######## design 1 ########
Fig. 1: design 1, M1 wires
(1 px per um) Cells faint in the background.
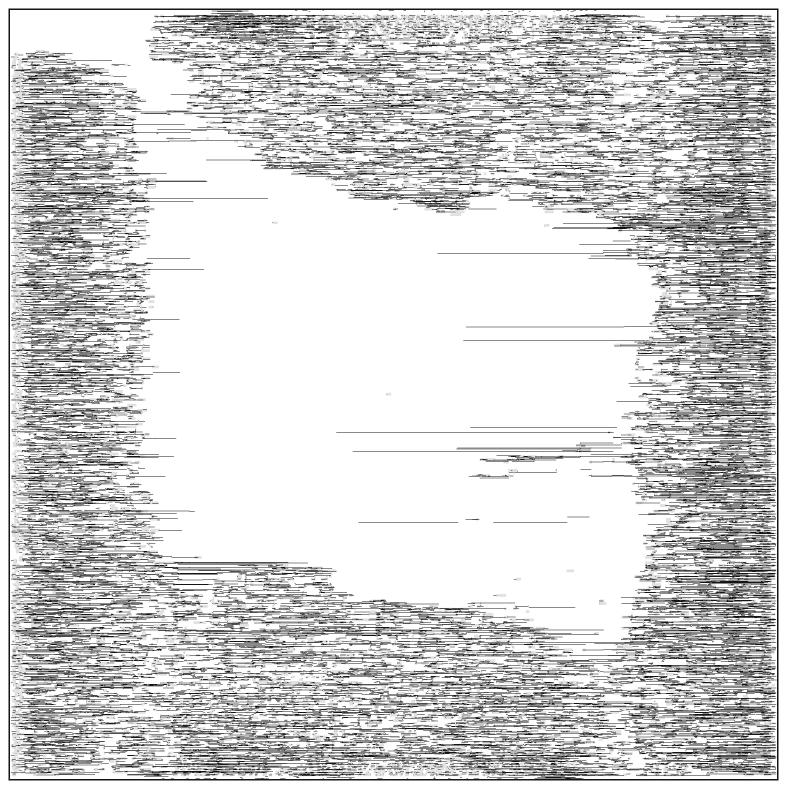
Fig. 2: design 1, signal wires on met2
(1 px per um)
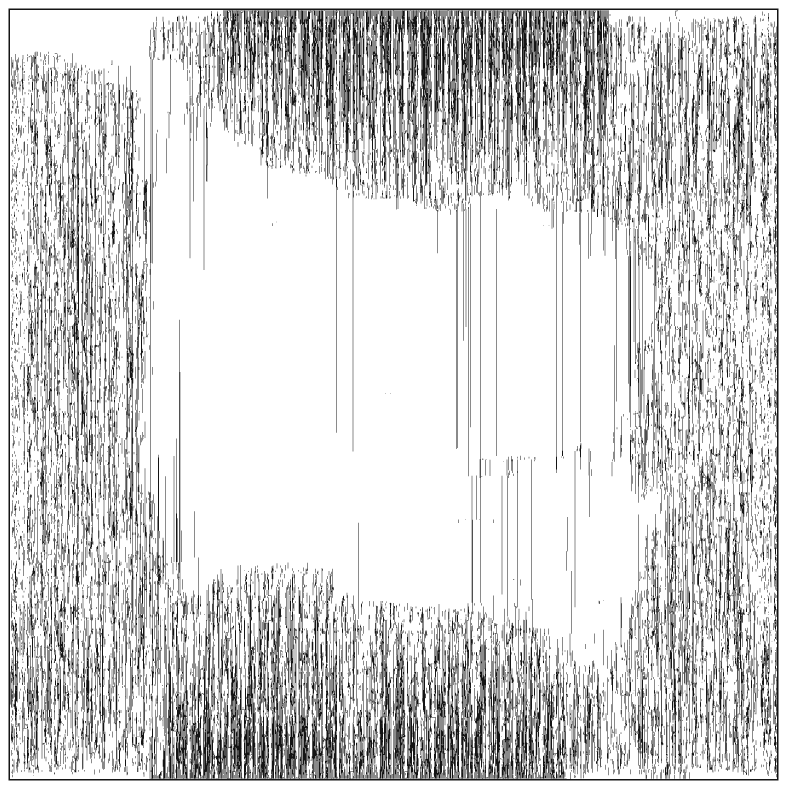
Fig. 3: design 1, the metal 3 layer
(1 px per um) Cells faint in the background.
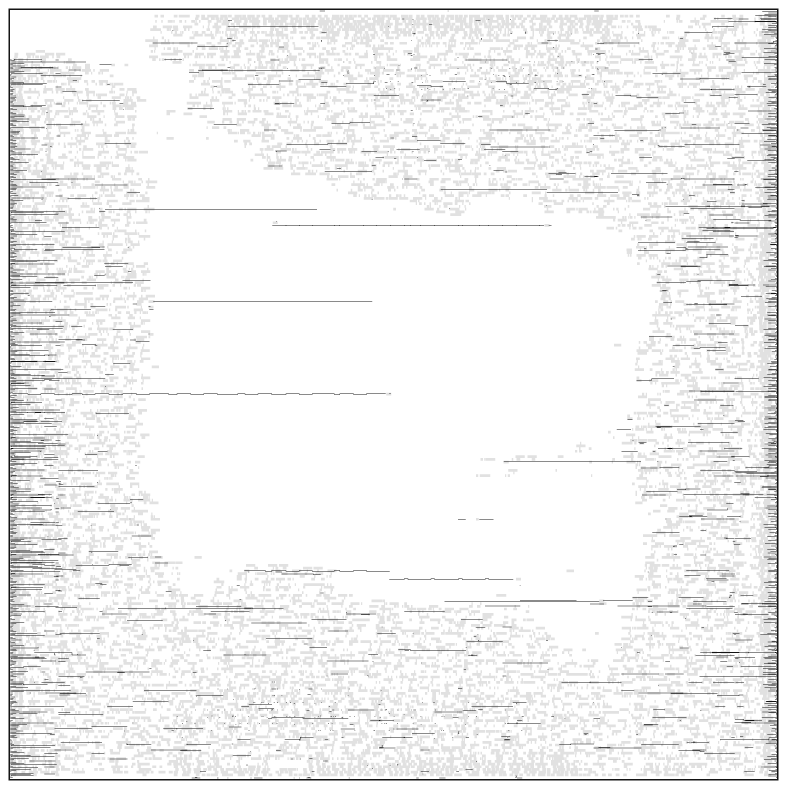
**config.mk**
```make
export PLATFORM = sky130hd
export DESIGN_NAME = packet_serializer
export DESIGN_NICKNAME = d
export VERILOG_FILES = /design/src/rtl/packet_serializer.sv
export SDC_FILE = /design/constraint.sdc
export NUM_CORES = 2
export LEC_CHECK = 0
export CAP_MARGIN = 20
export CORE_AREA = 2 2 765 767
export CTS_BUF_LIST = sky130_fd_sc_hd__clkbuf_4 sky130_fd_sc_hd__clkbuf_8
export CTS_CLUSTER_SIZE = 40
export DETAILED_ROUTE_END_ITERATION = 7
export DIE_AREA = 0 0 767 769
export PLACE_DENSITY = 0.32
export SYNTH_ARGS = -nofsm -noshare
export SYNTH_HDL_FRONTEND = slang
export SYNTH_SLANG_ARGS = --single-unit
```
**constraint.sdc**
```tcl
create_clock -name iClk -period 2.3 [get_ports iClk]
set_input_delay 0.345 -clock iClk [delete_from_list [all_inputs] [get_ports iClk]]
set_output_delay 0.345 -clock iClk [all_outputs]
set_load 0.05 [all_outputs]
```
**src/rtl/packet_serializer.sv**
```systemverilog
// -----------------------------------------------------------------------------
// packet_serializer
//
// Purpose:
//   Accepts one complete wide packet (header + ADC payload) in a single-cycle
//   write and streams it byte by byte, byte 0 first, into a byte-wide TX FIFO.
//   FIFO-full backpressure is honoured. The busy output feeds the upstream
//   packer's "full" input so that a new packet is only offered once the
//   previous one has drained.
//
// Optional feature:
//   PACKET_SERIALIZER_CHECKSUM_EN - when defined, a running XOR over all
//   pPacketSize transmitted bytes is appended as one extra trailing byte.
//   When undefined, exactly pPacketSize bytes are written per packet.
//
// Ports:
//   iClk          in   1               system clock, rising edge
//   iRst_n        in   1               asynchronous active-low reset
//   iPacketWr     in   1               single-cycle packet write strobe
//   iPacketData   in   pPacketSize*8   packet, byte k = bits [8k+7:8k]
//   oBusy         out  1               packet held / in transmission
//   oWrEn         out  1               FIFO write strobe
//   oWrData       out  pFifoBitWidth   FIFO write data
//   iWrFull       in   1               FIFO full, no write while high
//   oErr          out  1               sticky: strobe arrived while busy
//   oPacketsSent  out  16              completed-packet counter (wraps)
// -----------------------------------------------------------------------------
module packet_serializer #(
  parameter int pPacketSize   = 244,
  parameter int pFifoBitWidth = 8
) (
  input  logic                       iClk,
  input  logic                       iRst_n,
  input  logic                       iPacketWr,
  input  logic [pPacketSize*8-1:0]   iPacketData,
  output logic                       oBusy,
  output logic                       oWrEn,
  output logic [pFifoBitWidth-1:0]   oWrData,
  input  logic                       iWrFull,
  output logic                       oErr,
  output logic [15:0]                oPacketsSent
);

  localparam int PktBits = pPacketSize * 8;
  localparam int CntW    = $clog2(pPacketSize + 1);
  localparam logic [CntW-1:0] LastIdx = CntW'(pPacketSize - 1);

`ifdef PACKET_SERIALIZER_CHECKSUM_EN
  typedef enum logic [1:0] {
    IDLE  = 2'd0,
    SEND  = 2'd1,
    DONE  = 2'd2,
    CKSUM = 2'd3
  } state_t;
`else
  typedef enum logic [1:0] {
    IDLE  = 2'd0,
    SEND  = 2'd1,
    DONE  = 2'd2
  } state_t;
`endif

  state_t                state_reg, state_next;
  logic [PktBits-1:0]    shift_reg, shift_next;
  logic [CntW-1:0]       cnt_reg, cnt_next;
  logic                  err_reg;
  logic [15:0]           sent_reg;
  logic                  wr_en;
  logic [7:0]            wr_byte;
`ifdef PACKET_SERIALIZER_CHECKSUM_EN
  logic [7:0]            cksum_reg, cksum_next;
`endif

  // ---------------------------------------------------------------------------
  // Next-state and output logic
  // ---------------------------------------------------------------------------
  always_comb begin
    state_next = state_reg;
    shift_next = shift_reg;
    cnt_next   = cnt_reg;
    wr_en      = 1'b0;
    // The shift register's low byte is always the next byte to go out; it is
    // also what the bus shows in IDLE/DONE (all zero once a packet drains).
    wr_byte    = shift_reg[7:0];
`ifdef PACKET_SERIALIZER_CHECKSUM_EN
    cksum_next = cksum_reg;
`endif

    unique case (state_reg)
      IDLE: begin
        if (iPacketWr) begin
          shift_next = iPacketData;
          cnt_next   = '0;
`ifdef PACKET_SERIALIZER_CHECKSUM_EN
          cksum_next = 8'h00;
`endif
          state_next = SEND;
        end
      end

      SEND: begin
        // Combinational from iWrFull so a write can happen in the very cycle
        // the FIFO reports space.
        wr_en = !iWrFull;
        if (wr_en) begin
          shift_next = {8'h00, shift_reg[PktBits-1:8]};
          cnt_next   = cnt_reg + 1'b1;
`ifdef PACKET_SERIALIZER_CHECKSUM_EN
          cksum_next = cksum_reg ^ shift_reg[7:0];
`endif
          if (cnt_reg == LastIdx) begin
`ifdef PACKET_SERIALIZER_CHECKSUM_EN
            state_next = CKSUM;
`else
            state_next = DONE;
`endif
          end
        end
      end

`ifdef PACKET_SERIALIZER_CHECKSUM_EN
      CKSUM: begin
        wr_en   = !iWrFull;
        wr_byte = cksum_reg;
        if (wr_en) begin
          state_next = DONE;
        end
      end
`endif

      DONE: begin
        state_next = IDLE;
      end

      default: begin
        state_next = IDLE;
      end
    endcase
  end

  // ---------------------------------------------------------------------------
  // State registers
  // ---------------------------------------------------------------------------
  always_ff @(posedge iClk or negedge iRst_n) begin
    if (!iRst_n) begin
      state_reg <= IDLE;
      shift_reg <= '0;
      cnt_reg   <= '0;
`ifdef PACKET_SERIALIZER_CHECKSUM_EN
      cksum_reg <= 8'h00;
`endif
    end else begin
      state_reg <= state_next;
      shift_reg <= shift_next;
      cnt_reg   <= cnt_next;
`ifdef PACKET_SERIALIZER_CHECKSUM_EN
      cksum_reg <= cksum_next;
`endif
    end
  end

  // A strobe outside IDLE is dropped; only the sticky flag records it.
  always_ff @(posedge iClk or negedge iRst_n) begin
    if (!iRst_n) begin
      err_reg <= 1'b0;
    end else if (iPacketWr && (state_reg != IDLE)) begin
      err_reg <= 1'b1;
    end
  end

  // Counts in the single DONE cycle; natural 16-bit wrap.
  always_ff @(posedge iClk or negedge iRst_n) begin
    if (!iRst_n) begin
      sent_reg <= 16'h0000;
    end else if (state_reg == DONE) begin
      sent_reg <= sent_reg + 16'h0001;
    end
  end

  assign oBusy        = (state_reg != IDLE);
  assign oWrEn        = wr_en;
  assign oWrData      = pFifoBitWidth'(wr_byte);
  assign oErr         = err_reg;
  assign oPacketsSent = sent_reg;

endmodule

```
==> out/qor.yml <==
arrival_ns: 2.14
ys_cells: 10719
intPower_mw: 72.7
fin_skew_ns: 0.0748
worst_slack_ns: -0.182
lay_top_cells: "nand2_1, dfrtp_1, clkdlybuf4s50_1"
synth_seq_share_pct: 55.8
ir_drop_uv: 408
setup_violations: 2
violations: "negative setup slack"
slowest_stage: "dfrtp_1"
wl_met1_um: 220000
place_hpwl_um: 367000
vias: 91529
crit_buf_inv: 3
rows: 280
clockRootBuffer: "clkbuf_8"
synth.most_common_cell: "nand2_1"
wl_per_cell_um: 20.9
ys_area_um2: 88700
slowest_delay_ns: 0.40
hold_viol: 0
n_all_buffers: 4499
status: "finished, violations left"
grt_pass1_wl_um: 687000
criticalPathCategory: "register to output pin"
buf_share_pct: 30.9
About Fig. 1:
wire length on this layer = 220 mm
longest straight run = 273 um

About Fig. 2:
longest straight run = 343 um
nets with wire on the layer = 13739

About Fig. 3:
main direction = horizontal
nets with wire on the layer = 1535
wire length on this layer = 23.5 mm
longest straight run = 219 um


######## design 2 ########
===== src/rtl/elelock_ctrl.sv =====
// Electronic lock sequencer: key-sampling tick divider, PIN-entry FSM, failure lockout.
// Optional build macro ELELOCK_AUTO_RELOCK_EN enables timed relock while open.
module elelock_ctrl #(
  parameter int unsigned TICK_DIV       = 1064000,
  parameter logic [15:0] PIN            = 16'h5963,
  parameter int unsigned MAX_FAIL       = 3,
  parameter int unsigned LOCKOUT_TICKS  = 500,
  parameter int unsigned ENTRY_TO_TICKS = 250,
  parameter int unsigned RELOCK_TICKS   = 500
) (
  input  logic       osc_clk,
  input  logic       reset,
  input  logic [9:0] tenkey,
  input  logic       close,
  output logic       lock,
  output logic       lockout,
  output logic [1:0] fail_cnt,
  output logic [2:0] digit_cnt,
  output logic       tick
);

  localparam int unsigned TW      = $clog2(TICK_DIV);
  localparam int unsigned TMR_A   = (LOCKOUT_TICKS > ENTRY_TO_TICKS) ? LOCKOUT_TICKS : ENTRY_TO_TICKS;
  localparam int unsigned TMR_MAX = (TMR_A > RELOCK_TICKS) ? TMR_A : RELOCK_TICKS;
  localparam int unsigned MW      = $clog2(TMR_MAX + 1);

  typedef enum logic [2:0] {
    S_IDLE    = 3'd0,
    S_ENTRY   = 3'd1,
    S_CHECK   = 3'd2,
    S_OPEN    = 3'd3,
    S_LOCKOUT = 3'd4
  } state_t;

  logic [TW-1:0] r_div;
  logic          r_tick;
  logic          r_samp;
  logic [9:0]    r_cur;
  logic [9:0]    r_prev;
  state_t        r_state;
  state_t        w_state_nxt;
  logic [15:0]   r_code;
  logic [15:0]   w_code_nxt;
  logic [MW-1:0] r_tmr;
  logic [MW-1:0] w_tmr_nxt;
  logic [2:0]    r_dcnt;
  logic [2:0]    w_dcnt_nxt;
  logic [1:0]    r_fail;
  logic [1:0]    w_fail_nxt;
  logic [1:0]    w_fail_inc;
  logic          r_lock;
  logic          w_lock_nxt;
  logic          r_lockout;
  logic          w_lockout_nxt;
  logic          w_press;
  logic [3:0]    w_digit;

  function automatic logic is_onehot(input logic [9:0] v);
    return (v != 10'd0) && ((v & (v - 10'd1)) == 10'd0);
  endfunction

  function automatic logic [3:0] key_digit(input logic [9:0] v);
    logic [3:0] d;
    d = 4'd0;
    for (int i = 0; i < 10; i++) begin
      if (v[i]) begin
        d = 4'(i);
      end
    end
    return d;
  endfunction

  // tick is registered one count early so it is high exactly while r_div == TICK_DIV-1
  always_ff @(posedge osc_clk or posedge reset) begin
    if (reset) begin
      r_div  <= {TW{1'b0}};
      r_tick <= 1'b0;
    end else begin
      r_div  <= (r_div == TW'(TICK_DIV - 1)) ? {TW{1'b0}} : r_div + TW'(1);
      r_tick <= (r_div == TW'(TICK_DIV - 2));
    end
  end

  // key sampler: r_samp marks the cycle right after a sampling edge
  always_ff @(posedge osc_clk or posedge reset) begin
    if (reset) begin
      r_cur  <= 10'd0;
      r_prev <= 10'd0;
      r_samp <= 1'b0;
    end else begin
      r_samp <= r_tick;
      if (r_tick) begin
        r_cur  <= tenkey;
        r_prev <= r_cur;
      end
    end
  end

  assign w_press    = r_samp && (r_prev == 10'd0) && is_onehot(r_cur);
  assign w_digit    = key_digit(r_cur);
  assign w_fail_inc = (r_fail == 2'(MAX_FAIL)) ? r_fail : r_fail + 2'd1;

  // FSM state and all controller registers
  always_ff @(posedge osc_clk or posedge reset) begin
    if (reset) begin
      r_state   <= S_IDLE;
      r_code    <= 16'h0000;
      r_tmr     <= {MW{1'b0}};
      r_dcnt    <= 3'd0;
      r_fail    <= 2'd0;
      r_lock    <= 1'b1;
      r_lockout <= 1'b0;
    end else begin
      r_state   <= w_state_nxt;
      r_code    <= w_code_nxt;
      r_tmr     <= w_tmr_nxt;
      r_dcnt    <= w_dcnt_nxt;
      r_fail    <= w_fail_nxt;
      r_lock    <= w_lock_nxt;
      r_lockout <= w_lockout_nxt;
    end
  end

  // next-state and registered-output logic; close outranks a press in the same cycle
  always_comb begin
    w_state_nxt   = r_state;
    w_code_nxt    = r_code;
    w_tmr_nxt     = r_tmr;
    w_dcnt_nxt    = r_dcnt;
    w_fail_nxt    = r_fail;
    w_lock_nxt    = r_lock;
    w_lockout_nxt = r_lockout;
    case (r_state)
      S_IDLE: begin
        w_lock_nxt = 1'b1;
        if (w_press) begin
          w_code_nxt  = {12'h000, w_digit};
          w_dcnt_nxt  = 3'd1;
          w_tmr_nxt   = {MW{1'b0}};
          w_state_nxt = S_ENTRY;
        end else begin
          w_dcnt_nxt = 3'd0;
        end
      end
      S_ENTRY: begin
        if (close) begin
          w_dcnt_nxt  = 3'd0;
          w_state_nxt = S_IDLE;
        end else if (w_press) begin
          w_code_nxt = {r_code[11:0], w_digit};
          w_dcnt_nxt = r_dcnt + 3'd1;
          w_tmr_nxt  = {MW{1'b0}};
          if (r_dcnt == 3'd3) begin
            w_state_nxt = S_CHECK;
          end else begin
            w_state_nxt = S_ENTRY;
          end
        end else if (r_tick) begin
          if (r_tmr == MW'(ENTRY_TO_TICKS - 1)) begin
            w_dcnt_nxt  = 3'd0;
            w_state_nxt = S_IDLE;
          end else begin
            w_tmr_nxt = r_tmr + MW'(1);
          end
        end else begin
          w_tmr_nxt = r_tmr;
        end
      end
      S_CHECK: begin
        w_dcnt_nxt = 3'd0;
        w_tmr_nxt  = {MW{1'b0}};
        if (r_code == PIN) begin
          w_fail_nxt  = 2'd0;
          w_lock_nxt  = 1'b0;
          w_state_nxt = S_OPEN;
        end else begin
          w_fail_nxt = w_fail_inc;
          if (w_fail_inc == 2'(MAX_FAIL)) begin
            w_lockout_nxt = 1'b1;
            w_state_nxt   = S_LOCKOUT;
          end else begin
            w_state_nxt = S_IDLE;
          end
        end
      end
      S_OPEN: begin
        if (close) begin
          w_lock_nxt  = 1'b1;
          w_state_nxt = S_IDLE;
`ifdef ELELOCK_AUTO_RELOCK_EN
        end else if (r_tick) begin
          if (r_tmr == MW'(RELOCK_TICKS - 1)) begin
            w_lock_nxt  = 1'b1;
            w_state_nxt = S_IDLE;
          end else begin
            w_tmr_nxt = r_tmr + MW'(1);
          end
`endif
        end else begin
          w_lock_nxt = 1'b0;
        end
      end
      S_LOCKOUT: begin
        if (r_tick) begin
          if (r_tmr == MW'(LOCKOUT_TICKS - 1)) begin
            w_lockout_nxt = 1'b0;
            w_fail_nxt    = 2'd0;
            w_state_nxt   = S_IDLE;
          end else begin
            w_tmr_nxt = r_tmr + MW'(1);
          end
        end else begin
          w_lockout_nxt = 1'b1;
        end
      end
      default: begin
        w_lock_nxt    = 1'b1;
        w_lockout_nxt = 1'b0;
        w_dcnt_nxt    = 3'd0;
        w_state_nxt   = S_IDLE;
      end
    endcase
  end

  assign lock      = r_lock;
  assign lockout   = r_lockout;
  assign fail_cnt  = r_fail;
  assign digit_cnt = r_dcnt;
  assign tick      = r_tick;

endmodule


===== config.mk =====
export PLATFORM = sky130hd
export DESIGN_NAME = elelock_ctrl
export DESIGN_NICKNAME = d
export VERILOG_FILES = /design/src/rtl/elelock_ctrl.sv
export SDC_FILE = /design/constraint.sdc
export NUM_CORES = 1
export LEC_CHECK = 0
export ABC_AREA = 1
export CORE_ASPECT_RATIO = 0.8
export CORE_MARGIN = 8
export CORE_UTILIZATION = 45
export DETAILED_ROUTE_END_ITERATION = 12
export GPL_TIMING_DRIVEN = 0
export SLEW_MARGIN = 40
export SYNTH_ARGS = -nofsm -noshare
export SYNTH_HDL_FRONTEND = slang
export SYNTH_SLANG_ARGS = --single-unit

===== constraint.sdc =====
create_clock -name osc_clk -period 3.6 [get_ports osc_clk]
set_clock_uncertainty 0.05 [all_clocks]
set_input_delay 0.9 -clock osc_clk [delete_from_list [all_inputs] [get_ports osc_clk]]
set_output_delay 0.9 -clock osc_clk [all_outputs]
set_load 0.02 [all_outputs]

Fig. 4: design 2, M1 wires
(3 px per um) Cells faint in the background.
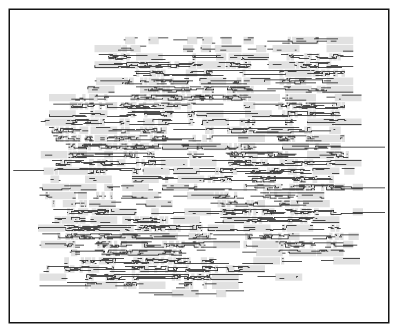
share of all routed wire = 53%
wire length on this layer = 5110 um

Fig. 5: design 2, signal wires on met2
(4 px per um)
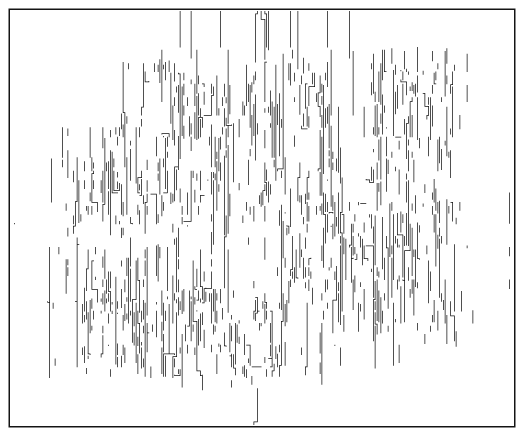
wire length on this layer = 4070 um
main direction = vertical
nets with wire on the layer = 472
longest straight run = 32.6 um
DR vias: 3683
Routed WL: 9620 um
GR Layer Usage met2: 22.9%

==> out/qor.yml <==
met2WireLength_um: 4070
power.density_nw_per_um2: 367
yosysTopAreaCellShare_pct: 44.2
io_pins: 21
synth_seq_share_pct: 44.8
htreeDepth: 3
largest_register_ffs: 21
drive_gt1_share_pct: 10.5
grt_pass1_vias: 3445
cts_resized: 0
buf_share_pct: 5.75
top_area_cell_class: "multi-input combinational cells"
rsz0062_at_grt: "false"
synth_cell_types: 39
crit_path_end_kind: "output pin"
cts_setup_buffers: 0
status: "complete, no violations"
flop-count: 78
ys_cells: 570
ys_dominant_reg_cell: "dfrtp_1"
clockRootBuffer: "clkbuf_16"
crit_start: "tick"
whs_ns: 0.423

######## design 3 ########
Fig. 6: design 3, M1 wires
(4 px per um) Cells faint in the background.
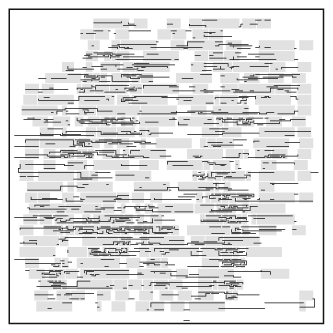
Fig. 7: design 3, signal wires on met2
(6 px per um)
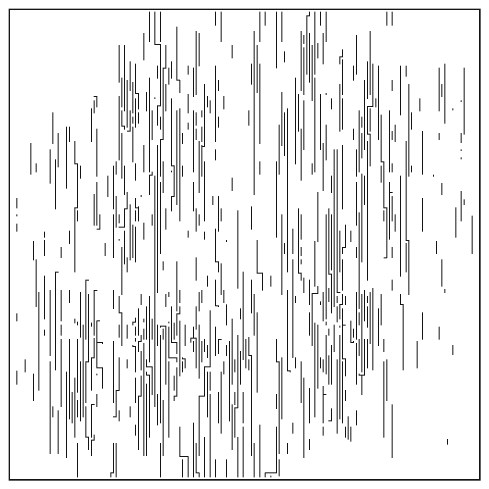
Fig. 8: design 3, the metal 3 layer
(4 px per um) Cells faint in the background.
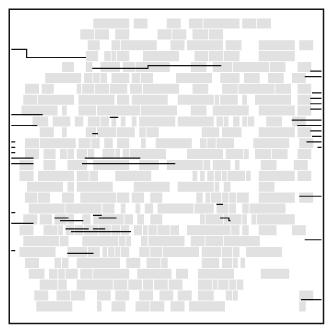
$ cat src/rtl/tnn_sample_sequencer.sv
// Front-end sequencer for a combinational TNN classifier core: gathers a sample,
// holds it for an evaluation window, registers the class, and counts results.
//   state | meaning
//   LOAD  | accepting feature beats into core_in slots
//   EVAL  | core_in frozen, waiting out the evaluation window
//   DONE  | result presented on res_valid/res_class until accepted
module tnn_sample_sequencer #(
  parameter int N_FEAT      = 8,
  parameter int FEAT_W      = 2,
  parameter int EVAL_CYCLES = 2,
  parameter int CNT_W       = 16
) (
  input  logic                     clk_i,
  input  logic                     rst_n_i,
  input  logic                     flush_i,
  input  logic                     feat_valid_i,
  output logic                     feat_ready_o,
  input  logic [FEAT_W-1:0]        feat_data_i,
  output logic [N_FEAT*FEAT_W-1:0] core_in_o,
  input  logic                     core_out_i,
  output logic                     res_valid_o,
  input  logic                     res_ready_i,
  output logic                     res_class_o,
  output logic [CNT_W-1:0]         sample_cnt_o,
  output logic [CNT_W-1:0]         pos_cnt_o
);

  localparam int IDX_W = (N_FEAT > 1) ? $clog2(N_FEAT) : 1;
  localparam int TMR_W = (EVAL_CYCLES > 1) ? $clog2(EVAL_CYCLES) : 1;

  localparam logic [1:0] ST_LOAD = 2'd0;
  localparam logic [1:0] ST_EVAL = 2'd1;
  localparam logic [1:0] ST_DONE = 2'd2;

  logic [1:0]                 state_q, state_d;
  logic [IDX_W-1:0]           idx_q, idx_d;
  logic [TMR_W-1:0]           tmr_q, tmr_d;
  logic [N_FEAT*FEAT_W-1:0]   core_q, core_d;
  logic                       feat_ready_q, feat_ready_d;
  logic                       res_valid_q, res_valid_d;
  logic                       res_class_q, res_class_d;
  logic [CNT_W-1:0]           sample_cnt_q, sample_cnt_d;
  logic [CNT_W-1:0]           pos_cnt_q, pos_cnt_d;

  always_comb begin
    state_d      = state_q;
    idx_d        = idx_q;
    tmr_d        = tmr_q;
    core_d       = core_q;
    res_valid_d  = res_valid_q;
    res_class_d  = res_class_q;
    sample_cnt_d = sample_cnt_q;
    pos_cnt_d    = pos_cnt_q;

    if (flush_i) begin
      state_d     = ST_LOAD;
      idx_d       = '0;
      tmr_d       = '0;
      res_valid_d = 1'b0;
    end else begin
      case (state_q)
        ST_LOAD: begin
          if (feat_valid_i && feat_ready_q) begin
            for (int k = 0; k < N_FEAT; k++) begin
              if (idx_q == IDX_W'(k)) core_d[k*FEAT_W +: FEAT_W] = feat_data_i;
            end
            if (idx_q == IDX_W'(N_FEAT-1)) begin
              state_d = ST_EVAL;
              idx_d   = '0;
              tmr_d   = TMR_W'(EVAL_CYCLES-1);
            end else begin
              idx_d = idx_q + IDX_W'(1);
            end
          end
        end
        ST_EVAL: begin
          if (tmr_q == '0) begin
            res_class_d = core_out_i;
            res_valid_d = 1'b1;
            state_d     = ST_DONE;
          end else begin
            tmr_d = tmr_q - TMR_W'(1);
          end
        end
        ST_DONE: begin
          if (res_ready_i) begin
            state_d     = ST_LOAD;
            res_valid_d = 1'b0;
            if (sample_cnt_q != '1) sample_cnt_d = sample_cnt_q + CNT_W'(1);
            if (res_class_q && (pos_cnt_q != '1)) pos_cnt_d = pos_cnt_q + CNT_W'(1);
          end
        end
        default: begin
          state_d     = ST_LOAD;
          idx_d       = '0;
          res_valid_d = 1'b0;
        end
      endcase
    end

    // ready is a registered decode of the next state, so it never sees res_ready combinationally
    feat_ready_d = (state_d == ST_LOAD);
  end

  always_ff @(posedge clk_i or negedge rst_n_i) begin
    if (!rst_n_i) begin
      state_q      <= ST_LOAD;
      idx_q        <= '0;
      tmr_q        <= '0;
      core_q       <= '0;
      feat_ready_q <= 1'b1;
      res_valid_q  <= 1'b0;
      res_class_q  <= 1'b0;
      sample_cnt_q <= '0;
      pos_cnt_q    <= '0;
    end else begin
      state_q      <= state_d;
      idx_q        <= idx_d;
      tmr_q        <= tmr_d;
      core_q       <= core_d;
      feat_ready_q <= feat_ready_d;
      res_valid_q  <= res_valid_d;
      res_class_q  <= res_class_d;
      sample_cnt_q <= sample_cnt_d;
      pos_cnt_q    <= pos_cnt_d;
    end
  end

  assign feat_ready_o = feat_ready_q;
  assign core_in_o    = core_q;
  assign res_valid_o  = res_valid_q;
  assign res_class_o  = res_class_q;
  assign sample_cnt_o = sample_cnt_q;
  assign pos_cnt_o    = pos_cnt_q;

endmodule
$ cat config.mk
export PLATFORM = sky130hd
export DESIGN_NAME = tnn_sample_sequencer
export DESIGN_NICKNAME = d
export VERILOG_FILES = /design/src/rtl/tnn_sample_sequencer.sv
export SDC_FILE = /design/constraint.sdc
export NUM_CORES = 1
export LEC_CHECK = 0
export CAP_MARGIN = 20
export CORE_MARGIN = 2
export CORE_UTILIZATION = 51
export CTS_CLUSTER_DIAMETER = 80
export DETAILED_ROUTE_END_ITERATION = 6
export HOLD_SLACK_MARGIN = 0.15
export PLACE_DENSITY = 0.77
export SLEW_MARGIN = 20
export SYNTH_ARGS = -nofsm -noshare
export SYNTH_HDL_FRONTEND = slang
export SYNTH_SLANG_ARGS = --single-unit
$ cat constraint.sdc
create_clock -name clk_i -period 2.5 [get_ports clk_i]
set_clock_uncertainty 0.1 [all_clocks]
set_input_delay 0.375 -clock clk_i [delete_from_list [all_inputs] [get_ports clk_i]]
set_output_delay 0.375 -clock clk_i [all_outputs]
set_load 0.01 [all_outputs]
==> out/qor.yml <==
yosysTopAreaCellShare_pct: 49.9
hold_depth: 1
clk_latency_ns: 0.33
slowest_stage: "dfrtp_1"
power.density_nw_per_um2: 593
top_area_cell_class: "flip-flops and latches"
max_freq_mhz: 470
sh_seq_area_pct: 38.2
clkSinkCount: 57
min_period_over_period_pct: 85.0
p_seq_mw: 0.982
synth-compound-area-share_pct: 3.66
top_logic_kind: "simple AND/OR/NAND/NOR gates"
period_needed_ns: 2.13
status: "complete, no violations"
p_leak_nw: 1.73
async_flop_share_pct: 100
place_area_um2: 3490
power.group.top: "clock"
nClkBuffers: 10
slowest_delay_ns: 0.43
finalPower_mw: 2.22
nFillCells: 410
About Fig. 6:
nets with wire on the layer = 282
wire length on this layer = 2540 um
share of all routed wire = 44%
met1 Use GR: 26.7%
DR vias: 2144
Routed WL: 5770 um

About Fig. 7:
longest straight run = 38.4 um
nets with wire on the layer = 292
wire length on this layer = 2930 um
share of all routed wire = 51%
main direction = vertical

About Fig. 8:
wire length on this layer = 226 um
main direction = horizontal
nets with wire on the layer = 36


######## design 4 ########
Fig. 9: design 4, M1 wires
(4 px per um) Cells faint in the background.
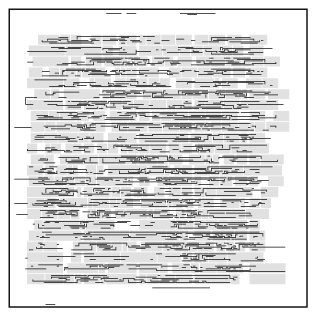
Fig. 10: design 4, signal wires on met2
(6 px per um)
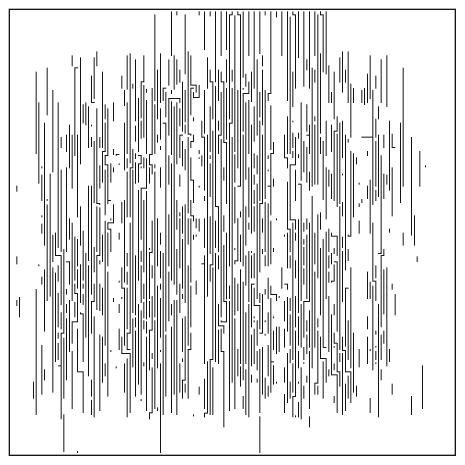
Fig. 11: design 4, the metal 3 layer
(4 px per um) Cells faint in the background.
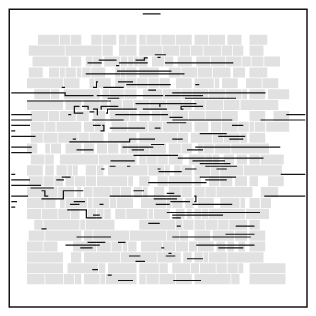
File: src/rtl/multicycle_controller.sv
// Multi-cycle MIPS control FSM: sequences fetch/decode/execute/memory/writeback
// over a shared req/ready memory port, with a wait-state timeout and sticky fault.
module multicycle_controller #(
    parameter int unsigned RESET_STATE = 0,
    parameter int unsigned TIMEOUT     = 255
) (
    input  logic        clk,
    input  logic        reset,
    input  logic [31:0] instr,
    input  logic        zero,
    input  logic        rs_neg,
    input  logic        mem_ready,
    output logic        mem_req,
    output logic        mem_we,
    output logic        iord,
    output logic        irwrite,
    output logic        pcwrite,
    output logic [1:0]  pcsrc,
    output logic        regwrite,
    output logic [4:0]  destreg,
    output logic        memtoreg,
    output logic        alusrcbimm,
    output logic [2:0]  alucontrol,
    output logic        retire,
    output logic        fault
);

    localparam logic [5:0] OP_RTYPE = 6'b000000;
    localparam logic [5:0] OP_BLTZ  = 6'b000001;
    localparam logic [5:0] OP_J     = 6'b000010;
    localparam logic [5:0] OP_BEQ   = 6'b000100;
    localparam logic [5:0] OP_ADDIU = 6'b001001;
    localparam logic [5:0] OP_ORI   = 6'b001101;
    localparam logic [5:0] OP_LUI   = 6'b001111;
    localparam logic [5:0] OP_LW    = 6'b100011;
    localparam logic [5:0] OP_SW    = 6'b101011;

    localparam logic [5:0] FN_ADDU = 6'b100001;
    localparam logic [5:0] FN_SUBU = 6'b100011;
    localparam logic [5:0] FN_AND  = 6'b100100;
    localparam logic [5:0] FN_OR   = 6'b100101;
    localparam logic [5:0] FN_SLTU = 6'b101011;

    localparam logic [2:0] ALU_AND  = 3'b000;
    localparam logic [2:0] ALU_OR   = 3'b001;
    localparam logic [2:0] ALU_ADD  = 3'b010;
    localparam logic [2:0] ALU_UNDF = 3'b011;
    localparam logic [2:0] ALU_LUI  = 3'b101;
    localparam logic [2:0] ALU_SUB  = 3'b110;
    localparam logic [2:0] ALU_SLTU = 3'b111;

    // Timeout fires on the wait cycle whose count has reached TIMEOUT-1.
    localparam logic [7:0] WAIT_LAST = 8'(TIMEOUT - 1);

    // Encodings are offsets from RESET_STATE so FETCH carries the reset encoding.
    typedef enum logic [3:0] {
        FETCH  = 4'(RESET_STATE),
        DECODE = 4'(RESET_STATE + 1),
        EXEC_R = 4'(RESET_STATE + 2),
        WB_R   = 4'(RESET_STATE + 3),
        EXEC_I = 4'(RESET_STATE + 4),
        WB_I   = 4'(RESET_STATE + 5),
        ADDR   = 4'(RESET_STATE + 6),
        MEM    = 4'(RESET_STATE + 7),
        WB_MEM = 4'(RESET_STATE + 8),
        BRANCH = 4'(RESET_STATE + 9),
        JUMP   = 4'(RESET_STATE + 10),
        HALT   = 4'(RESET_STATE + 11)
    } state_e;

    state_e     state_q, state_d;
    logic [5:0] op_q, op_d;
    logic [5:0] funct_q, funct_d;
    logic [7:0] cnt_q, cnt_d;
    logic       fault_q, fault_d;
    logic       wait_expired;
    logic       unused_instr_bits;

    assign unused_instr_bits = ^{instr[25:21], instr[10:6]};
    assign wait_expired      = (cnt_q == WAIT_LAST);

    function automatic logic funct_legal(input logic [5:0] f);
        case (f)
            FN_ADDU, FN_SUBU, FN_AND, FN_OR, FN_SLTU: funct_legal = 1'b1;
            default:                                  funct_legal = 1'b0;
        endcase
    endfunction

    function automatic logic [2:0] alu_r(input logic [5:0] f);
        case (f)
            FN_ADDU: alu_r = ALU_ADD;
            FN_SUBU: alu_r = ALU_SUB;
            FN_AND:  alu_r = ALU_AND;
            FN_OR:   alu_r = ALU_OR;
            FN_SLTU: alu_r = ALU_SLTU;
            default: alu_r = ALU_UNDF;
        endcase
    endfunction

    function automatic logic [2:0] alu_i(input logic [5:0] op);
        case (op)
            OP_ADDIU: alu_i = ALU_ADD;
            OP_ORI:   alu_i = ALU_OR;
            OP_LUI:   alu_i = ALU_LUI;
            default:  alu_i = ALU_UNDF;
        endcase
    endfunction

    always_comb begin
        state_d = state_q;
        op_d    = op_q;
        funct_d = funct_q;
        fault_d = fault_q;
        cnt_d   = cnt_q;
        case (state_q)
            FETCH: begin
                if (mem_ready)         state_d = DECODE;
                else if (wait_expired) state_d = HALT;
            end
            DECODE: begin
                op_d    = instr[31:26];
                funct_d = instr[5:0];
                case (instr[31:26])
                    OP_RTYPE:                state_d = funct_legal(instr[5:0]) ? EXEC_R : HALT;
                    OP_LW, OP_SW:            state_d = ADDR;
                    OP_BEQ, OP_BLTZ:         state_d = BRANCH;
                    OP_ADDIU, OP_ORI, OP_LUI: state_d = EXEC_I;
                    OP_J:                    state_d = JUMP;
                    default:                 state_d = HALT;
                endcase
            end
            EXEC_R: state_d = WB_R;
            EXEC_I: state_d = WB_I;
            ADDR:   state_d = MEM;
            MEM: begin
                // op bit 3 separates sw (retires here) from lw (needs writeback)
                if (mem_ready)         state_d = op_q[3] ? FETCH : WB_MEM;
                else if (wait_expired) state_d = HALT;
            end
            WB_R, WB_I, WB_MEM, BRANCH, JUMP: state_d = FETCH;
            HALT:    state_d = HALT;
            default: state_d = HALT;
        endcase

        if (state_d == HALT) fault_d = 1'b1;

        if (mem_ready || (state_d != state_q)) cnt_d = '0;
        else if (mem_req)                      cnt_d = cnt_q + 8'd1;
    end

    always_ff @(posedge clk or negedge reset) begin
        if (!reset) begin
            state_q <= FETCH;
            op_q    <= '0;
            funct_q <= '0;
            cnt_q   <= '0;
            fault_q <= 1'b0;
        end else begin
            state_q <= state_d;
            op_q    <= op_d;
            funct_q <= funct_d;
            cnt_q   <= cnt_d;
            fault_q <= fault_d;
        end
    end

    // Outputs are gated by reset itself so a request drops the moment reset asserts.
    always_comb begin
        mem_req    = 1'b0;
        mem_we     = 1'b0;
        iord       = 1'b0;
        irwrite    = 1'b0;
        pcwrite    = 1'b0;
        pcsrc      = 2'b00;
        regwrite   = 1'b0;
        destreg    = '0;
        memtoreg   = 1'b0;
        alusrcbimm = 1'b0;
        alucontrol = ALU_ADD;
        retire     = 1'b0;
        fault      = 1'b0;
        if (reset) begin
            fault = fault_q;
            case (state_q)
                FETCH: begin
                    mem_req = 1'b1;
                    irwrite = mem_ready;
                    pcwrite = mem_ready;
                end
                EXEC_R: alucontrol = alu_r(funct_q);
                WB_R: begin
                    regwrite = 1'b1;
                    destreg  = instr[15:11];
                    retire   = 1'b1;
                end
                EXEC_I: begin
                    alusrcbimm = 1'b1;
                    alucontrol = alu_i(op_q);
                end
                WB_I: begin
                    regwrite = 1'b1;
                    destreg  = instr[20:16];
                    retire   = 1'b1;
                end
                ADDR: alusrcbimm = 1'b1;
                MEM: begin
                    mem_req = 1'b1;
                    iord    = 1'b1;
                    mem_we  = op_q[3];
                    retire  = op_q[3] & mem_ready;
                end
                WB_MEM: begin
                    regwrite = 1'b1;
                    destreg  = instr[20:16];
                    memtoreg = 1'b1;
                    retire   = 1'b1;
                end
                BRANCH: begin
                    pcsrc  = 2'b01;
                    retire = 1'b1;
                    if (op_q == OP_BEQ) begin
                        alucontrol = ALU_SUB;
                        pcwrite    = zero;
                    end else begin
                        pcwrite = rs_neg;
                    end
                end
                JUMP: begin
                    pcwrite = 1'b1;
                    pcsrc   = 2'b10;
                    retire  = 1'b1;
                end
                default: ;
            endcase
        end
    end

endmodule

File: config.mk
export PLATFORM = sky130hd
export DESIGN_NAME = multicycle_controller
export DESIGN_NICKNAME = d
export VERILOG_FILES = /design/src/rtl/multicycle_controller.sv
export SDC_FILE = /design/constraint.sdc
export NUM_CORES = 1
export LEC_CHECK = 0
export CORE_MARGIN = 4
export CORE_UTILIZATION = 43
export DETAILED_ROUTE_END_ITERATION = 10
export PLACE_DENSITY = 0.82
export SLEW_MARGIN = 20
export SYNTH_ARGS = -nofsm -noshare
export SYNTH_HDL_FRONTEND = slang
export SYNTH_SLANG_ARGS = --single-unit
File: constraint.sdc
create_clock -name clk -period 1.95 [get_ports clk]
set_input_delay 0.39 -clock clk [delete_from_list [all_inputs] [get_ports clk]]
set_output_delay 0.39 -clock clk [all_outputs]
set_load 0.02 [all_outputs]
==> out/qor.yml <==
status: "finished, violations left"
violations: "negative setup slack"
crit_path_end_kind: "output pin"
worst_slack_ns: -0.411
flop-count: 25
clkSinkCount: 25
postCtsHoldBufs: 0
p_switching_mw: 0.283
top_logic_kind: "simple AND/OR/NAND/NOR gates"
p_sw_share_pct: 26.9
setup_violations: 23
min_period_over_period_pct: 121
dieArea_um2: 5490
crit_end: "alucontrol[2]"
avgSynthCellArea_um2: 8.74
nFillCells: 169
antenna_found_initial: 0
grt.busiest_layer: "met2"
finalPower_mw: 1.05
dieWidth_um: 74.1
buf_share_pct: 35.4
p_seq_mw: 0.518
rrSetupSlack_ns: -0.26
largest_register_ffs: 8
htreeDepth: 1
rsz0062_at_grt: "true"
intPower_mw: 0.770
clk_share_pct: 1.39
comb_share_pct: 43.3
clockRootBuffer: "clkbuf_8"
## Picture notes: Fig. 9
share of all routed wire = 37%
main direction = horizontal
DR vias: 2511
met1 Use GR: 29.1%
Routed WL: 9270 um

## Picture notes: Fig. 10
main direction = vertical
nets with wire on the layer = 354
longest straight run = 40.8 um
wire length on this layer = 4460 um
share of all routed wire = 48%
GR Layer Usage met2: 45.1%

## Picture notes: Fig. 11
main direction = horizontal
nets with wire on the layer = 96
M3 GR Usage: 3.38%


######## design 5 ########
### src/rtl/cpu_alu_regfile.sv
// Execute-stage datapath: 8 x 16-bit register file (3 async read ports, 1 sync write port)
// alongside an independent combinational 8-op ALU with NZCV condition codes.
module cpu_alu_regfile #(
  parameter int DWIDTH  = 16,
  parameter int NREGS   = 8,
  parameter int RAWIDTH = 3
) (
  input  logic               clk,
  input  logic               rst,
  input  logic [RAWIDTH-1:0] raddr_a,
  output logic [DWIDTH-1:0]  rdata_a,
  input  logic [RAWIDTH-1:0] raddr_b,
  output logic [DWIDTH-1:0]  rdata_b,
  input  logic [RAWIDTH-1:0] raddr_c,
  output logic [DWIDTH-1:0]  rdata_c,
  input  logic               we,
  input  logic [RAWIDTH-1:0] waddr,
  input  logic [DWIDTH-1:0]  wdata,
  input  logic [2:0]         alu_op,
  input  logic [DWIDTH-1:0]  alu_a,
  input  logic [DWIDTH-1:0]  alu_b,
  output logic [DWIDTH-1:0]  alu_result,
  output logic [3:0]         alu_cc
);

  localparam logic [2:0] OP_ADD = 3'd0;
  localparam logic [2:0] OP_SUB = 3'd1;
  localparam logic [2:0] OP_AND = 3'd2;
  localparam logic [2:0] OP_OR  = 3'd3;
  localparam logic [2:0] OP_XOR = 3'd4;
  localparam logic [2:0] OP_LSL = 3'd5;
  localparam logic [2:0] OP_LSR = 3'd6;
  localparam logic [2:0] OP_MOV = 3'd7;

  // ---------------- register file ----------------
  // r0 has no storage; it is decoded to zero on every read port.
  logic [DWIDTH-1:0] regs_q [1:NREGS-1];
  logic [DWIDTH-1:0] regs_d [1:NREGS-1];

  always_comb begin
    for (int i = 1; i < NREGS; i++) regs_d[i] = regs_q[i];
    if (rst) begin
      for (int i = 1; i < NREGS; i++) regs_d[i] = '0;
    end else if (we && (waddr != '0)) begin
      regs_d[waddr] = wdata;
    end
  end

  always_ff @(posedge clk) begin
    for (int i = 1; i < NREGS; i++) regs_q[i] <= regs_d[i];
  end

  // No write-through bypass: reads always see the pre-edge contents.
  assign rdata_a = (raddr_a == '0) ? '0 : regs_q[raddr_a];
  assign rdata_b = (raddr_b == '0) ? '0 : regs_q[raddr_b];
  assign rdata_c = (raddr_c == '0) ? '0 : regs_q[raddr_c];

  // ---------------- ALU ----------------
  logic [DWIDTH-1:0]   add_b;
  logic                add_cin;
  logic [DWIDTH:0]     sum;
  logic [3:0]          shamt;
  logic [2*DWIDTH-1:0] lsl_full;
  logic [2*DWIDTH-1:0] lsr_full;
  logic [DWIDTH-1:0]   res;
  logic                flag_c;
  logic                flag_v;

  always_comb begin
    // SUB reuses the adder as a + ~b + 1, so carry-out means "no borrow".
    add_cin  = (alu_op == OP_SUB);
    add_b    = add_cin ? ~alu_b : alu_b;
    sum      = {1'b0, alu_a} + {1'b0, add_b} + {{DWIDTH{1'b0}}, add_cin};
    shamt    = alu_b[3:0];
    // Widened shifts keep the last bit shifted out at a fixed position; it is 0 for amount 0.
    lsl_full = {{DWIDTH{1'b0}}, alu_a} << shamt;
    lsr_full = {alu_a, {DWIDTH{1'b0}}} >> shamt;

    res    = '0;
    flag_c = 1'b0;
    flag_v = 1'b0;
    case (alu_op)
      OP_ADD: begin
        res    = sum[DWIDTH-1:0];
        flag_c = sum[DWIDTH];
        flag_v = (alu_a[DWIDTH-1] == alu_b[DWIDTH-1]) && (res[DWIDTH-1] != alu_a[DWIDTH-1]);
      end
      OP_SUB: begin
        res    = sum[DWIDTH-1:0];
        flag_c = sum[DWIDTH];
        flag_v = (alu_a[DWIDTH-1] != alu_b[DWIDTH-1]) && (res[DWIDTH-1] != alu_a[DWIDTH-1]);
      end
      OP_AND: res = alu_a & alu_b;
      OP_OR:  res = alu_a | alu_b;
      OP_XOR: res = alu_a ^ alu_b;
      OP_LSL: begin
        res    = lsl_full[DWIDTH-1:0];
        flag_c = lsl_full[DWIDTH];
      end
      OP_LSR: begin
        res    = lsr_full[2*DWIDTH-1:DWIDTH];
        flag_c = lsr_full[DWIDTH-1];
      end
      OP_MOV: res = alu_b;
      default: res = '0;
    endcase
  end

  assign alu_result = res;
  assign alu_cc     = {res[DWIDTH-1], (res == '0), flag_c, flag_v};

endmodule

### config.mk
export PLATFORM = sky130hd
export DESIGN_NAME = cpu_alu_regfile
export DESIGN_NICKNAME = d
export VERILOG_FILES = /design/src/rtl/cpu_alu_regfile.sv
export SDC_FILE = /design/constraint.sdc
export NUM_CORES = 1
export LEC_CHECK = 0
export CAP_MARGIN = 20
export CORE_MARGIN = 4
export CORE_UTILIZATION = 50
export CTS_BUF_LIST = sky130_fd_sc_hd__clkbuf_4
export DETAILED_ROUTE_END_ITERATION = 6
export PLACE_DENSITY = 0.83
export SKIP_CTS_REPAIR_TIMING = 1
export SLEW_MARGIN = 20
export SYNTH_ARGS = -nofsm -noshare
export SYNTH_HDL_FRONTEND = slang
export SYNTH_SLANG_ARGS = --single-unit
### constraint.sdc
create_clock -name clk -period 8.2 [get_ports clk]
set_clock_uncertainty 0.1 [all_clocks]
set_input_delay 0.82 -clock clk [delete_from_list [all_inputs] [get_ports clk]]
set_output_delay 0.82 -clock clk [all_outputs]
set_load 0.02 [all_outputs]
==> out/qor.yml <==
status: "complete, no violations"
n_antenna_cell: 1
arrival_ns: 5.68
ys_sh_xor_pct: 2.18
common_cells: "nand2_1, a21oi_1, dfxtp_1, inv_1, clkbuf_1"
ys_sh_adder_pct: 6.17
synth_seq_share_pct: 21.4
grt_pass1_vias: 10465
criticalPathCategory: "input pin to output pin"
top_area_cell_class: "multi-input combinational cells"
crit_path_end_kind: "output pin"
drt-pass1-iter-count: 6
port_buffers: 133
tns_ns: 0
grt_pass1_wl_um: 57200
met2WireLength_um: 17100
num-nets-final: 1469
logic_area_um2: 7430
tapCellCount: 270
power_frac_comb_pct: 40.2
synth_cell_types: 76
power.group.top: "sequential cells"
wl_met3_um: 4110
finalPower_mw: 1.39
layout_top_cell: "nand2_1"
Fig. 12: design 5, M1 wires
(2 px per um) Cells faint in the background.
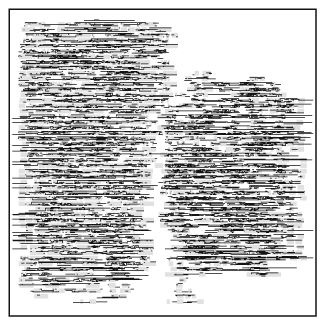
share of all routed wire = 37%
longest straight run = 53.8 um
main direction = horizontal
wire length on this layer = 13800 um
DR vias: 10930
Routed WL: 37100 um
met1 Use GR: 38.7%


######## design 6 ########
Fig. 13: design 6, I/O pins on the die edge
(10 px per um) Pins as bars across the die edge, other pins in grey.
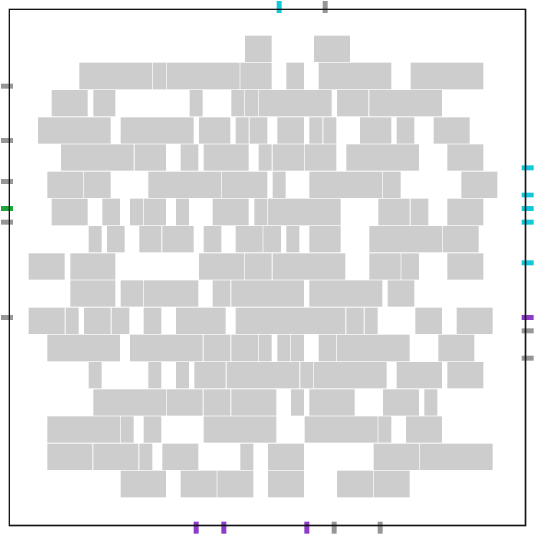
Fig. 14: design 6, signal wires on met2
(10 px per um)
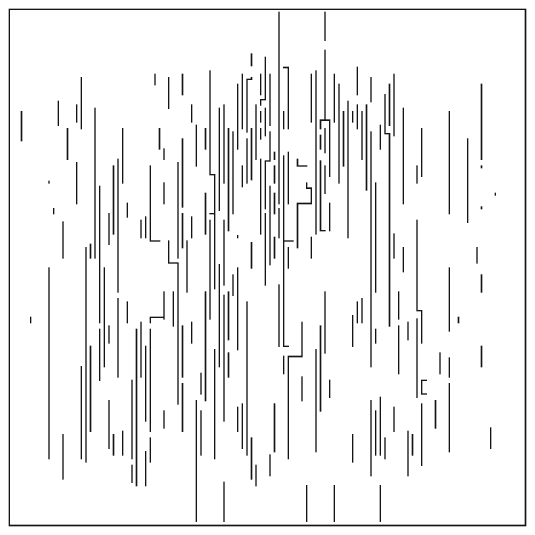
Fig. 15: design 6, M1 wires
(8 px per um) Cells faint in the background.
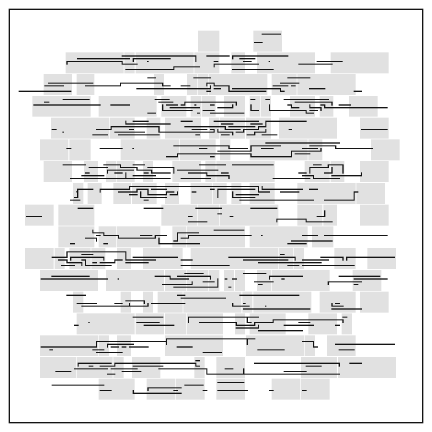
`src/rtl/addsub_serial.sv`:
```
// ============================================================================
// Module   : addsub_serial
// Brief    : Bit-serial unsigned add/subtract, one result bit per clock, LSB first.
// Revision : 1.0 - initial release
// ============================================================================
`default_nettype none

module addsub_serial #(
    parameter int WIDTH = 4
) (
    input  logic               CLK,
    input  logic               RST,
    input  logic               START,
    input  logic               MODE,
    input  logic [WIDTH-1:0]   A_DATA,
    input  logic [WIDTH-1:0]   B_DATA,
    output logic               BUSY,
    output logic               DONE,
    output logic [WIDTH+1:0]   RES_DATA,
    output logic               NEG
);

    localparam int CNT_W = $clog2(WIDTH + 1);

    typedef enum logic [1:0] {
        IDLE = 2'd0,
        RUN  = 2'd1,
        FIN  = 2'd2
    } state_t;

    state_t             state;
    state_t             state_next;
    logic [CNT_W-1:0]   bit_cnt;
    logic [WIDTH-1:0]   a_sh;
    logic [WIDTH-1:0]   b_sh;
    logic [WIDTH-1:0]   bit_sel;
    logic               mode_q;
    logic               carry;
    logic               done_q;
    logic [WIDTH+1:0]   res_q;

    logic               last_bit;
    logic               a_bit;
    logic               b_bit;
    logic               sum_bit;
    logic               carry_out;

    assign last_bit  = (bit_cnt == CNT_W'(WIDTH - 1));
    assign a_bit     = a_sh[0];
    // Subtraction is A + ~B + 1; the +1 enters through the carry loaded with MODE.
    assign b_bit     = b_sh[0] ^ mode_q;
    assign sum_bit   = a_bit ^ b_bit ^ carry;
    assign carry_out = (a_bit & b_bit) | (carry & (a_bit ^ b_bit));

    always_ff @(posedge CLK) begin
        if (RST) begin
            state <= IDLE;
        end else begin
            state <= state_next;
        end
    end

    always_comb begin
        state_next = state;
        case (state)
            IDLE:    if (START) state_next = RUN;
            RUN:     if (last_bit) state_next = FIN;
            FIN:     state_next = IDLE;
            default: state_next = IDLE;
        endcase
    end

    always_ff @(posedge CLK) begin
        if (RST) begin
            bit_cnt <= '0;
            a_sh    <= '0;
            b_sh    <= '0;
            bit_sel <= '0;
            mode_q  <= 1'b0;
            carry   <= 1'b0;
            done_q  <= 1'b0;
            res_q   <= '0;
        end else begin
            // The result is announced the cycle after FIN so it is stable for a full cycle.
            done_q <= (state == FIN);
            case (state)
                IDLE: begin
                    if (START) begin
                        a_sh    <= A_DATA;
                        b_sh    <= B_DATA;
                        mode_q  <= MODE;
                        carry   <= MODE;
                        bit_cnt <= '0;
                        bit_sel <= WIDTH'(1);
                    end
                end
                RUN: begin
                    if (sum_bit) begin
                        res_q[WIDTH-1:0] <= res_q[WIDTH-1:0] | bit_sel;
                    end else begin
                        res_q[WIDTH-1:0] <= res_q[WIDTH-1:0] & ~bit_sel;
                    end
                    a_sh    <= a_sh >> 1;
                    b_sh    <= b_sh >> 1;
                    bit_sel <= bit_sel << 1;
                    carry   <= carry_out;
                    bit_cnt <= bit_cnt + CNT_W'(1);
                    if (last_bit) begin
                        if (mode_q) begin
                            // No borrow out means A >= B; otherwise sign-extend negative.
                            res_q[WIDTH+1:WIDTH] <= carry_out ? 2'b00 : 2'b11;
                        end else begin
                            res_q[WIDTH+1:WIDTH] <= {1'b0, carry_out};
                        end
                    end
                end
                default: ;
            endcase
        end
    end

    assign BUSY     = (state == RUN) || (state == FIN);
    assign DONE     = done_q;
    assign RES_DATA = res_q;
    assign NEG      = res_q[WIDTH+1];

endmodule

`default_nettype wire
```
`config.mk`:
```
export PLATFORM = sky130hd
export DESIGN_NAME = addsub_serial
export DESIGN_NICKNAME = d
export VERILOG_FILES = /design/src/rtl/addsub_serial.sv
export SDC_FILE = /design/constraint.sdc
export NUM_CORES = 1
export LEC_CHECK = 0
export CAP_MARGIN = 40
export CORE_MARGIN = 1.5
export CORE_UTILIZATION = 51
export CTS_CLUSTER_SIZE = 20
export DETAILED_ROUTE_END_ITERATION = 10
export PLACE_DENSITY = 0.78
export SLEW_MARGIN = 30
export SYNTH_ARGS = -nofsm -noshare
export SYNTH_HDL_FRONTEND = slang
export SYNTH_SLANG_ARGS = --single-unit
```
`constraint.sdc`:
```
create_clock -name CLK -period 2 [get_ports CLK]
set_input_delay 0.2 -clock CLK [delete_from_list [all_inputs] [get_ports CLK]]
set_output_delay 0.2 -clock CLK [all_outputs]
set_load 0.02 [all_outputs]
```
==> out/qor.yml <==
status: "complete, no violations"
wl_met3_um: 91
comb_share_pct: 40.9
comb_cells: 81
clk_share_pct: 3.62
simple_gate_area_share_pct: 12.1
async_flop_share_pct: 0
tns_ns: 0
p_switching_mw: 0.296
ir_drop_uv: 403
use_met3_pct: 2.63
synth_cell_types: 28
htreeDepth: 1
syn_inst: 124
crit_start: "state[1]"
place_area_um2: 1400
register_area_um2: 520
clk_latency_ns: 0.32
final_antenna_net_count: 0
arrival_ns: 1.66
fp.coreArea_um2: 2210
ys_dominant_reg_cell: "dfxtp_1"
drc: 0
worstMarginPinSlew_ns: 0.491
cts_buffer_depth: 2
ys_sh_mux_pct: 7.41
buf_share_pct: 15.3
Notes on Fig. 13 above:
`RES_DATA` -> cyan  # pins 6, direction output, edge 5 east, 1 north
`START` -> green  # pins 1, direction input, edge west
`B_DATA` -> purple  # pins 4, direction input, edge 3 south, 1 east
all pins by edge = 8 east, 6 west, 5 south, 2 north

Notes on Fig. 14 above:
main direction = vertical
nets with wire on the layer = 134
GR Layer Usage met2: 34.2%
Routed WL: 2260 um
DR vias: 937

Notes on Fig. 15 above:
longest straight run = 16.6 um
nets with wire on the layer = 140
wire length on this layer = 1040 um
share of all routed wire = 46%
main direction = horizontal
met1 Use GR: 24.5%



## Gallery

The metal 3 layer.
shot_01.png
(2 px per um) Cells faint in the background.
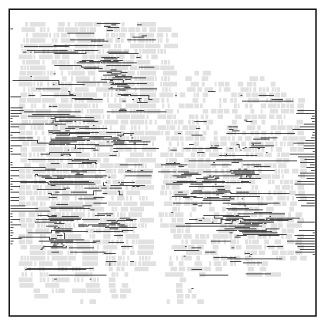
shot_02.png
(6 px per um) Cells faint in the background.
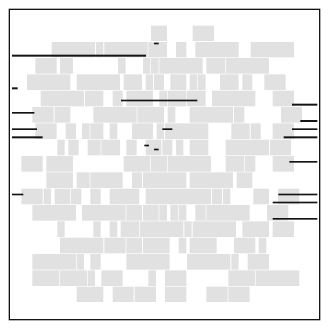
shot_03.png
(2 px per um) Cells faint in the background.
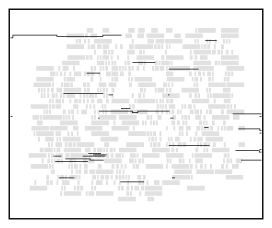
The one with the largest die is shot_01.png.
The one with the smallest die is shot_02.png.
- design 6 = shot_02.png
- design 5 = shot_01.png
- design 2 = shot_03.png

Key to shot_02.png:
longest straight run = 22.1 um
share of all routed wire = 4.1%
wire length on this layer = 91.5 um
nets with wire on the layer = 16
main direction = horizontal

